==================== ysyx_040750_pipe_ctrl
**ysyx_040750_pipe_ctrl: congestion heat map**

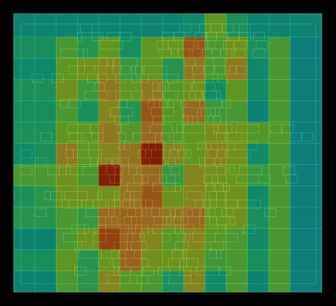

## config.mk

```make
export PLATFORM = sky130hd
export DESIGN_NAME = ysyx_040750_pipe_ctrl
export DESIGN_NICKNAME = d
export VERILOG_FILES = /design/src/rtl/ysyx_040750_pipe_ctrl.sv
export SDC_FILE = /design/constraint.sdc
export NUM_CORES = 1
export LEC_CHECK = 0
export CAP_MARGIN = 20
export CORE_ASPECT_RATIO = 0.9
export CORE_MARGIN = 2
export CORE_UTILIZATION = 25
export DETAILED_ROUTE_END_ITERATION = 8
export SLEW_MARGIN = 20
export SYNTH_ARGS = -nofsm -noshare
export SYNTH_HDL_FRONTEND = slang
export SYNTH_SLANG_ARGS = --single-unit
```

## constraint.sdc

```tcl
create_clock -name I_sys_clk -period 3 [get_ports I_sys_clk]
set_clock_uncertainty 0.15 [all_clocks]
set_input_delay 0.3 -clock I_sys_clk [delete_from_list [all_inputs] [get_ports I_sys_clk]]
set_output_delay 0.3 -clock I_sys_clk [all_outputs]
set_load 0.05 [all_outputs]
```

## src/rtl/ysyx_040750_pipe_ctrl.sv

```systemverilog
// ---------------------------------------------------------------------------
// ysyx_040750_pipe_ctrl
//
// Hazard and sequencing controller for the IF/ID pipeline register.
//   - Detects load-use hazards between the EX load and the ID sources and
//     holds ID (O_IF_ID_stall), counting every stalled cycle.
//   - Turns the next latched fetch into a bubble after a taken jump, keeping
//     the request pending until IF/ID actually accepts a fetch.
//   - Delivers each timer interrupt exactly once, tagging a real fetch and
//     re-arming if that tagged instruction is flushed by a later jump.
//
// Ports
//   I_sys_clk        clock, rising edge
//   I_rst            synchronous, active-high reset
//   I_ID_rs1/_rs2    ID source register indices
//   I_ID_rs1_en/_rs2_en  ID source actually read
//   I_ID_valid       IF/ID holds a valid instruction
//   I_ID_bubble      ID instruction is an injected bubble
//   I_EX_valid       EX holds a valid instruction
//   I_EX_load        EX instruction is a load
//   I_EX_rd          EX destination register
//   I_EX_jmp         EX resolved a taken branch/jump (pulse)
//   I_IF_valid       fetch data valid toward IF/ID
//   I_IF_ID_allowin  IF/ID can accept
//   I_timer_req      level timer interrupt request
//   I_trap_ack       WB committed the interrupt trap (pulse)
//   O_IF_ID_stall    hold ID (load-use), combinational
//   O_IF_ID_jmp      bubble the next latched fetch
//   O_timer_intr     tag the next latched fetch with the interrupt
//   O_ID_timer_intr  force bubbles into IF/ID while interrupt in flight
//   O_stall_cnt      wrapping count of stalled cycles
//
// Interrupt FSM
//   state  | meaning
//   IDLE   | no interrupt pending, waiting for I_timer_req
//   ARM    | interrupt pending, waiting for a clean accepted fetch to tag
//   INJ    | tag just latched into IF/ID, bubbles forced behind it
//   WAIT   | tagged instruction in flight, waiting for the trap commit
// ---------------------------------------------------------------------------
module ysyx_040750_pipe_ctrl (
  input  logic        I_sys_clk,
  input  logic        I_rst,
  input  logic [4:0]  I_ID_rs1,
  input  logic [4:0]  I_ID_rs2,
  input  logic        I_ID_rs1_en,
  input  logic        I_ID_rs2_en,
  input  logic        I_ID_valid,
  input  logic        I_ID_bubble,
  input  logic        I_EX_valid,
  input  logic        I_EX_load,
  input  logic [4:0]  I_EX_rd,
  input  logic        I_EX_jmp,
  input  logic        I_IF_valid,
  input  logic        I_IF_ID_allowin,
  input  logic        I_timer_req,
  input  logic        I_trap_ack,
  output logic        O_IF_ID_stall,
  output logic        O_IF_ID_jmp,
  output logic        O_timer_intr,
  output logic        O_ID_timer_intr,
  output logic [31:0] O_stall_cnt
);

  typedef enum logic [1:0] {
    S_IDLE = 2'd0,
    S_ARM  = 2'd1,
    S_INJ  = 2'd2,
    S_WAIT = 2'd3
  } state_e;

  state_e      state_q, state_d;
  logic        jmp_pend_q, jmp_pend_d;
  logic        id_timer_intr_q, id_timer_intr_d;
  logic [31:0] stall_cnt_q, stall_cnt_d;

  logic        rs1_hit;
  logic        rs2_hit;
  logic        ex_load_live;
  logic        hz;
  logic        acc;
  logic        jmp;
  logic        tag;

  // Hazard detection. x0 is never a real dependency, and a bubble in ID
  // reads nothing, so neither may stall.
  assign rs1_hit      = I_ID_rs1_en & (I_ID_rs1 == I_EX_rd);
  assign rs2_hit      = I_ID_rs2_en & (I_ID_rs2 == I_EX_rd);
  assign ex_load_live = I_EX_valid & I_EX_load & (I_EX_rd != 5'd0);
  assign hz           = ex_load_live & I_ID_valid & ~I_ID_bubble & (rs1_hit | rs2_hit);

  assign acc = I_IF_valid & I_IF_ID_allowin;

  // A jump seen while IF/ID cannot accept is remembered until the first
  // accepted fetch, which is the one that must become a bubble.
  assign jmp = I_EX_jmp | jmp_pend_q;

  always_comb begin
    jmp_pend_d = jmp_pend_q;
    if (acc) begin
      jmp_pend_d = 1'b0;
    end else if (jmp) begin
      jmp_pend_d = 1'b1;
    end
  end

  // Tag only a fetch that actually lands in IF/ID as a real instruction:
  // a flushed fetch or one held behind a load-use stall would lose it.
  assign tag = (state_q == S_ARM) & acc & ~jmp & ~hz;

  always_comb begin
    state_d = state_q;
    case (state_q)
      S_IDLE: begin
        if (I_timer_req) begin
          state_d = S_ARM;
        end
      end
      S_ARM: begin
        if (tag) begin
          state_d = S_INJ;
        end
      end
      S_INJ: begin
        state_d = S_WAIT;
      end
      S_WAIT: begin
        // A commit wins over a simultaneous jump: the trap already retired.
        if (I_trap_ack) begin
          state_d = S_IDLE;
        end else if (I_EX_jmp) begin
          state_d = S_ARM;
        end
      end
      default: begin
        state_d = S_IDLE;
      end
    endcase
  end

  // Registered so the bubble-forcing output is a clean flop, asserted the
  // cycle after the tag.
  assign id_timer_intr_d = (state_d == S_INJ) | (state_d == S_WAIT);

  assign stall_cnt_d = hz ? (stall_cnt_q + 32'd1) : stall_cnt_q;

  always_ff @(posedge I_sys_clk) begin
    if (I_rst) begin
      state_q         <= S_IDLE;
      jmp_pend_q      <= 1'b0;
      id_timer_intr_q <= 1'b0;
      stall_cnt_q     <= 32'd0;
    end else begin
      state_q         <= state_d;
      jmp_pend_q      <= jmp_pend_d;
      id_timer_intr_q <= id_timer_intr_d;
      stall_cnt_q     <= stall_cnt_d;
    end
  end

  assign O_IF_ID_stall   = hz;
  assign O_IF_ID_jmp     = jmp;
  assign O_timer_intr    = tag;
  assign O_ID_timer_intr = id_timer_intr_q;
  assign O_stall_cnt     = stall_cnt_q;

endmodule

```

==================== packet_builder
$ cat config.mk
export PLATFORM = sky130hd
export DESIGN_NAME = packet_builder
export DESIGN_NICKNAME = d
export VERILOG_FILES = /design/src/rtl/packet_builder.sv
export SDC_FILE = /design/constraint.sdc
export NUM_CORES = 2
export LEC_CHECK = 0
export ABC_AREA = 1
export CAP_MARGIN = 20
export CORE_MARGIN = 3
export CORE_UTILIZATION = 53
export DETAILED_ROUTE_END_ITERATION = 8
export HOLD_SLACK_MARGIN = 0.05
export MAX_ROUTING_LAYER = met4
export PLACE_DENSITY = 0.81
export SLEW_MARGIN = 20
export SYNTH_ARGS = -nofsm -noshare
export SYNTH_HDL_FRONTEND = slang
export SYNTH_SLANG_ARGS = --single-unit
$ cat constraint.sdc
create_clock -name clk -period 4.1 [get_ports clk]
set_clock_uncertainty 0.15 [all_clocks]
set_input_delay 0.615 -clock clk [delete_from_list [all_inputs] [get_ports clk]]
set_output_delay 0.615 -clock clk [all_outputs]
set_load 0.005 [all_outputs]
$ cat src/rtl/packet_builder.sv
// Frames one message per handshake into a header+payload stream of 32-bit beats.
// Latency: message accepted at edge N, beat 0 valid from edge N+1; one bubble between packets.
// Backpressure: beats hold stable while dataOut_ready is low; msgIn_ready only in IDLE.
module packet_builder #(
    parameter int STREAM_W = 4,
    parameter int MAX_PAY  = 36
) (
    input  logic                    clk,
    input  logic                    reset_b,
    input  logic [0:8*MAX_PAY-1]    msgIn,
    input  logic [STREAM_W-1:0]     msgIn_stream,
    input  logic [5:0]              msgIn_len,
    input  logic                    msgIn_skip,
    input  logic                    msgIn_val,
    output logic                    msgIn_ready,
    output logic [31:0]             dataOut,
    output logic                    dataOut_val,
    input  logic                    dataOut_ready,
    output logic                    dataOut_last,
    output logic                    lenErr
);

    localparam int          NSTREAM = 2**STREAM_W;
    localparam logic [5:0]  MAX_LEN = 6'(MAX_PAY);

    typedef enum logic [1:0] {IDLE, HDR0, HDR1, PAY} state_t;

    state_t                 r_state;
    logic [31:0]            r_seq_tbl [NSTREAM];
    logic [0:8*MAX_PAY-1]   r_pay;
    logic [5:0]             r_len;
    logic [31:0]            r_seq;
    logic [3:0]             r_word;
    logic                   r_in_rdy;
    logic                   r_vld;
    logic                   r_last;
    logic [31:0]            r_dat;
    logic                   r_len_err;

    logic [31:0]            w_seq_new;
    logic [15:0]            w_len16;
    logic [15:0]            w_id16;
    logic                   w_len_ok;
    logic [3:0]             w_last_word;
    logic [3:0]             w_word_idx;
    logic [5:0]             w_bi;
    logic [31:0]            w_word;

    // Header fields and next sequence number for the message offered at the input
    always_comb begin
        w_seq_new   = r_seq_tbl[msgIn_stream] + (msgIn_skip ? 32'd2 : 32'd1);
        w_len16     = 16'(msgIn_len) + 16'd8;
        w_id16      = 16'(msgIn_stream);
        w_len_ok    = (msgIn_len <= MAX_LEN);
        w_last_word = 4'((r_len + 6'd3) >> 2) - 4'd1;
    end

    // Payload word that will be driven next: word 0 when leaving HDR1, else the following word
    always_comb begin
        w_word_idx = (r_state == PAY) ? (r_word + 4'd1) : 4'd0;
        w_word     = 32'h0;
        w_bi       = 6'd0;
        for (int j = 0; j < 4; j++) begin
            w_bi = {w_word_idx, 2'(j)};
            // bytes past the message length are padded with zero
            if (w_bi < r_len) begin
                w_word[31-8*j -: 8] = r_pay[{3'b000, w_bi, 3'b000} +: 8];
            end
        end
    end

    // Control FSM with registered beat outputs and the per-stream sequence table
    always_ff @(posedge clk) begin
        if (!reset_b) begin
            r_state   <= IDLE;
            r_in_rdy  <= 1'b0;
            r_vld     <= 1'b0;
            r_last    <= 1'b0;
            r_dat     <= 32'h0;
            r_len_err <= 1'b0;
            r_len     <= 6'd0;
            r_seq     <= 32'h0;
            r_word    <= 4'd0;
            r_pay     <= '0;
            for (int i = 0; i < NSTREAM; i++) begin
                r_seq_tbl[i] <= 32'h0;
            end
        end else begin
            r_len_err <= 1'b0;
            case (r_state)
                IDLE: begin
                    r_in_rdy <= 1'b1;
                    if (msgIn_val && r_in_rdy) begin
                        if (w_len_ok) begin
                            r_pay                   <= msgIn;
                            r_len                   <= msgIn_len;
                            r_seq                   <= w_seq_new;
                            r_seq_tbl[msgIn_stream] <= w_seq_new;
                            r_dat    <= {w_len16[7:0], w_len16[15:8], w_id16[7:0], w_id16[15:8]};
                            r_vld    <= 1'b1;
                            r_last   <= 1'b0;
                            r_in_rdy <= 1'b0;
                            r_state  <= HDR0;
                        end else begin
                            // oversize message is consumed and dropped; table untouched
                            r_len_err <= 1'b1;
                        end
                    end
                end
                HDR0: begin
                    if (dataOut_ready) begin
                        r_dat   <= {r_seq[7:0], r_seq[15:8], r_seq[23:16], r_seq[31:24]};
                        r_last  <= (r_len == 6'd0);
                        r_state <= HDR1;
                    end
                end
                HDR1: begin
                    if (dataOut_ready) begin
                        if (r_len == 6'd0) begin
                            r_vld    <= 1'b0;
                            r_last   <= 1'b0;
                            r_dat    <= 32'h0;
                            r_in_rdy <= 1'b1;
                            r_state  <= IDLE;
                        end else begin
                            r_dat   <= w_word;
                            r_last  <= (w_last_word == 4'd0);
                            r_word  <= 4'd0;
                            r_state <= PAY;
                        end
                    end
                end
                PAY: begin
                    if (dataOut_ready) begin
                        if (r_last) begin
                            r_vld    <= 1'b0;
                            r_last   <= 1'b0;
                            r_dat    <= 32'h0;
                            r_in_rdy <= 1'b1;
                            r_state  <= IDLE;
                        end else begin
                            r_word <= r_word + 4'd1;
                            r_dat  <= w_word;
                            r_last <= ((r_word + 4'd1) == w_last_word);
                        end
                    end
                end
                default: begin
                    r_state <= IDLE;
                end
            endcase
        end
    end

    assign msgIn_ready  = r_in_rdy;
    assign dataOut      = r_dat;
    assign dataOut_val  = r_vld;
    assign dataOut_last = r_last;
    assign lenErr       = r_len_err;

endmodule
**packet_builder: sequential cells colored by netlist name**

Drawn at 1 px/um. Other sequential cells in the stronger gray, the rest of the logic in the fainter gray.
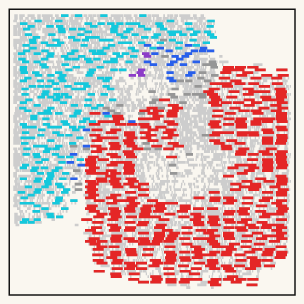
[cyan] `r_pay` | sequential cells: 288
[purple] `r_len` | sequential cells: 6 | where: top middle
[red] `r_seq_tbl` | sequential cells: 512
[blue] `dataOut` | sequential cells: 32
flip-flop and latch area: 0.02274 mm2
final core utilization: 64.60%
flop share of the area: 46.12%

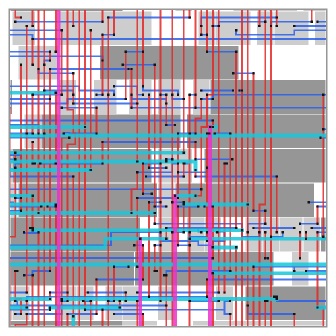
**Above:** packet_builder (zoomed window).
Window x 130 to 155, y 73 to 98 um. Cells in gray, sequential cells in the stronger gray; small squares are vias.
[cyan] metal 3
[red] metal 2
[blue] metal 1
[magenta] metal 4
netlist names of flops here include: `r_seq_tbl` (12)
cells with their middle in the window: 42
most frequent: edfxtp_1 (12), nor2_1 (10), nand2_1 (7)
sequential cells in the window: 12

==> CHANGELOG.md, packet_builder <==
### Metrics

- Outcome: finished, final reports clean
- Met1 usage: 43.67%
- Async S/R FF share, synth: 0%
- I/O Buffers: 338
- Met2 routed WL: 65.05 mm
- Cells after synthesis: 5,187
- Cts repair resizes: 0
- Clock Buffer Count: 120
- Fin nets: 5,787
- P_leak: 20.22 nW
- Global route total overflow: 0
- Most frequent logic cell in the layout: nand2_1
- Routability Congestion: 0.9959
- Fp util: 53.80%
- DRC: 0
- 1st-pass router iterations: 7
- Sink of the worst hold path: r_seq[12]$_SDFFE_PN0P_
- # Post-CTS Setup Buffers: 0
- R2r startpoint: r_word[0]$_SDFFE_PN0P_
- Largest cell class: registers
- Max VDD drop: 381.3 uV
- Vias post-DR: 37,510
- Detail Placement HPWL: 88.94 mm
- Pwr dens: 450.1 mW/mm2
- DP Cell Count: 6,410
- Worst hold path depth: 3
- Top cells, area: edfxtp_1 37%, dfxtp_1 18%, nand2_1 15%, nor2_1 8.6%, o21ai_0 5.8%
- H-tree Lvls: 3
packet_builder: kinds of logic after synthesis:
group / share of synthesized area (%)
compound gates: 10.16
xor+xnor: 0.5971
fa+ha+maj: 0.3839
buf+inv: 7.123
flops: 55.38
simple gates: 26.36
packet_builder: critical path, stage by stage, from the launching register on:
cell,delay [ns]
dfxtp_1,0.64
ha_1,0.26
xnor2_1,0.18
nor2_1,0.07
buf_4,0.18
ha_1,0.28
nand2_1,0.06
inv_1,0.04
a21oi_1,0.19
nand2_1,0.10
a21oi_1,0.16
inv_1,0.06
a21oi_1,0.47
nand4_1,0.40
o211ai_1,0.21
o21ai_0,0.10
inv_1,0.06
packet_builder: power groups by stage:
stage | clock, mW | combinational (mW) | sequential (mW)
global placement | 0 | 3.64 | 10.4
detailed placement | 0 | 3.70 | 10.5
finish | 8.06 | 3.82 | 10.3
CTS | 8.08 | 3.73 | 10.3
global route | 8.41 | 4.11 | 10.4
floorplan | 0 | 2.11 | 10.4
packet_builder: flip-flops by register name, summed over array words and instances, names as in the netlist:
signal	count
dataOut_last	1
r_seq	32
lenErr	1
dataOut	32
r_word	4
dataOut_val	1
r_state	2
r_len	6
r_seq_tbl	512
msgIn_ready	1
r_pay	288
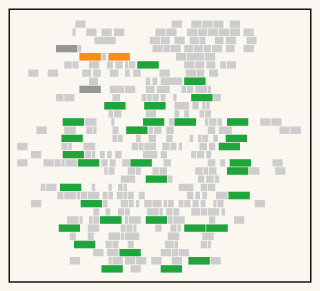
**Above:** ysyx_040750_pipe_ctrl (sequential cells colored by netlist name).
Drawn at 3 px/um. Other sequential cells in the stronger gray, the rest of the logic in the fainter gray.
[green] `O_stall_cnt` | sequential cells: 32
[orange] `state_q` | sequential cells: 2
not colored: 2
flop share of the area: 24.74%
final core utilization: 36.10%
sequential power: 0.482 mW
flip-flop and latch area: 720.7 um2

## Picture notes: 'congestion heat map' of ysyx_040750_pipe_ctrl
gr usage total: 12.39%
met2 Use GR: 18.52%
per-cell routed wire length: 13.63 um

==> CHANGELOG.md, ysyx_040750_pipe_ctrl <==
### Metrics

- Outcome: finished, final reports clean
- Fin nets: 337
- Clock sinks: 36
- Startpoint class of the critical path: primary input
- Xor/xnor share: 4.225%
- DR iter-0 viols: 87
- Clock Buffer Count: 6
- Clock net power: 0.370 mW
- Clock share of power: 39.0%
- Max VDD drop: 157.4 uV
- Metal3 WL: 262 um
- Switching power: 0.2355 mW
- CTS buffer count: 5
- Critical Path Sink Type: output pin
- Detail Placement HPWL: 4.140 mm
- Die height: 90.39 um
==> ysyx_040750_pipe_ctrl: Yosys cell counts, drive strengths merged <==
cell type / n / share of area, %
nand3: 12 / 2.9
o21ai: 7 / 1.9
and4: 1 / 0.42
nor2: 25 / 4.6
o41ai: 2 / 0.85
or2: 2 / 0.60
and4b: 1 / 0.48
inv: 3 / 0.54
nor2b: 17 / 5.1
o211ai: 1 / 0.36
o31ai: 9 / 3.3
clkbuf: 10 / 1.8
or3b: 1 / 0.42
dfxtp: 36 / 35
nand3b: 2 / 0.72
o31a: 1 / 0.42
mux2: 18 / 9.8
a32oi: 1 / 0.42
nor4b: 2 / 0.85
a31oi: 1 / 0.30
o21a: 1 / 0.36
a211oi: 1 / 0.36
buf: 5 / 1.7
nor4: 11 / 3.3
nand4: 9 / 3.0
or3: 8 / 2.4
nor3: 9 / 2.2
a21oi: 14 / 3.4
and3: 5 / 1.5
or4: 11 / 4.2
and2: 2 / 0.60
xnor2: 2 / 0.85
nand2: 9 / 1.6
xor2: 8 / 3.4
ha: 1 / 0.60

==> notes/layouts.md <==
Pictures saved along the way, in no particular order.

Pin map.
picture 1
Drawn at 1.5 px/um. Pins as bars across the die edge, other pins in gray.
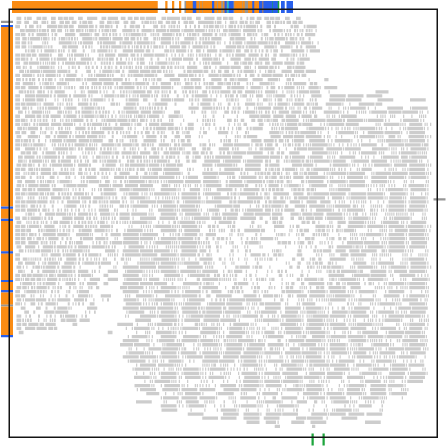
picture 2
Drawn at 4 px/um. Pins as bars across the die edge, other pins in gray.
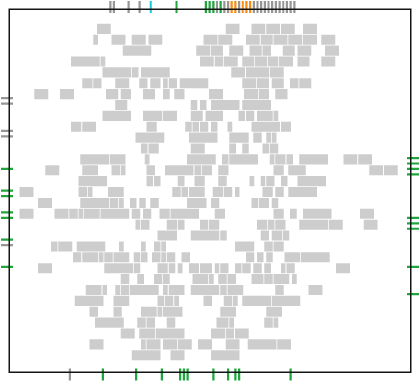
packet_builder -> picture 1
ysyx_040750_pipe_ctrl -> picture 2


No activity file was given, so power comes from the tool's default toggle rates.
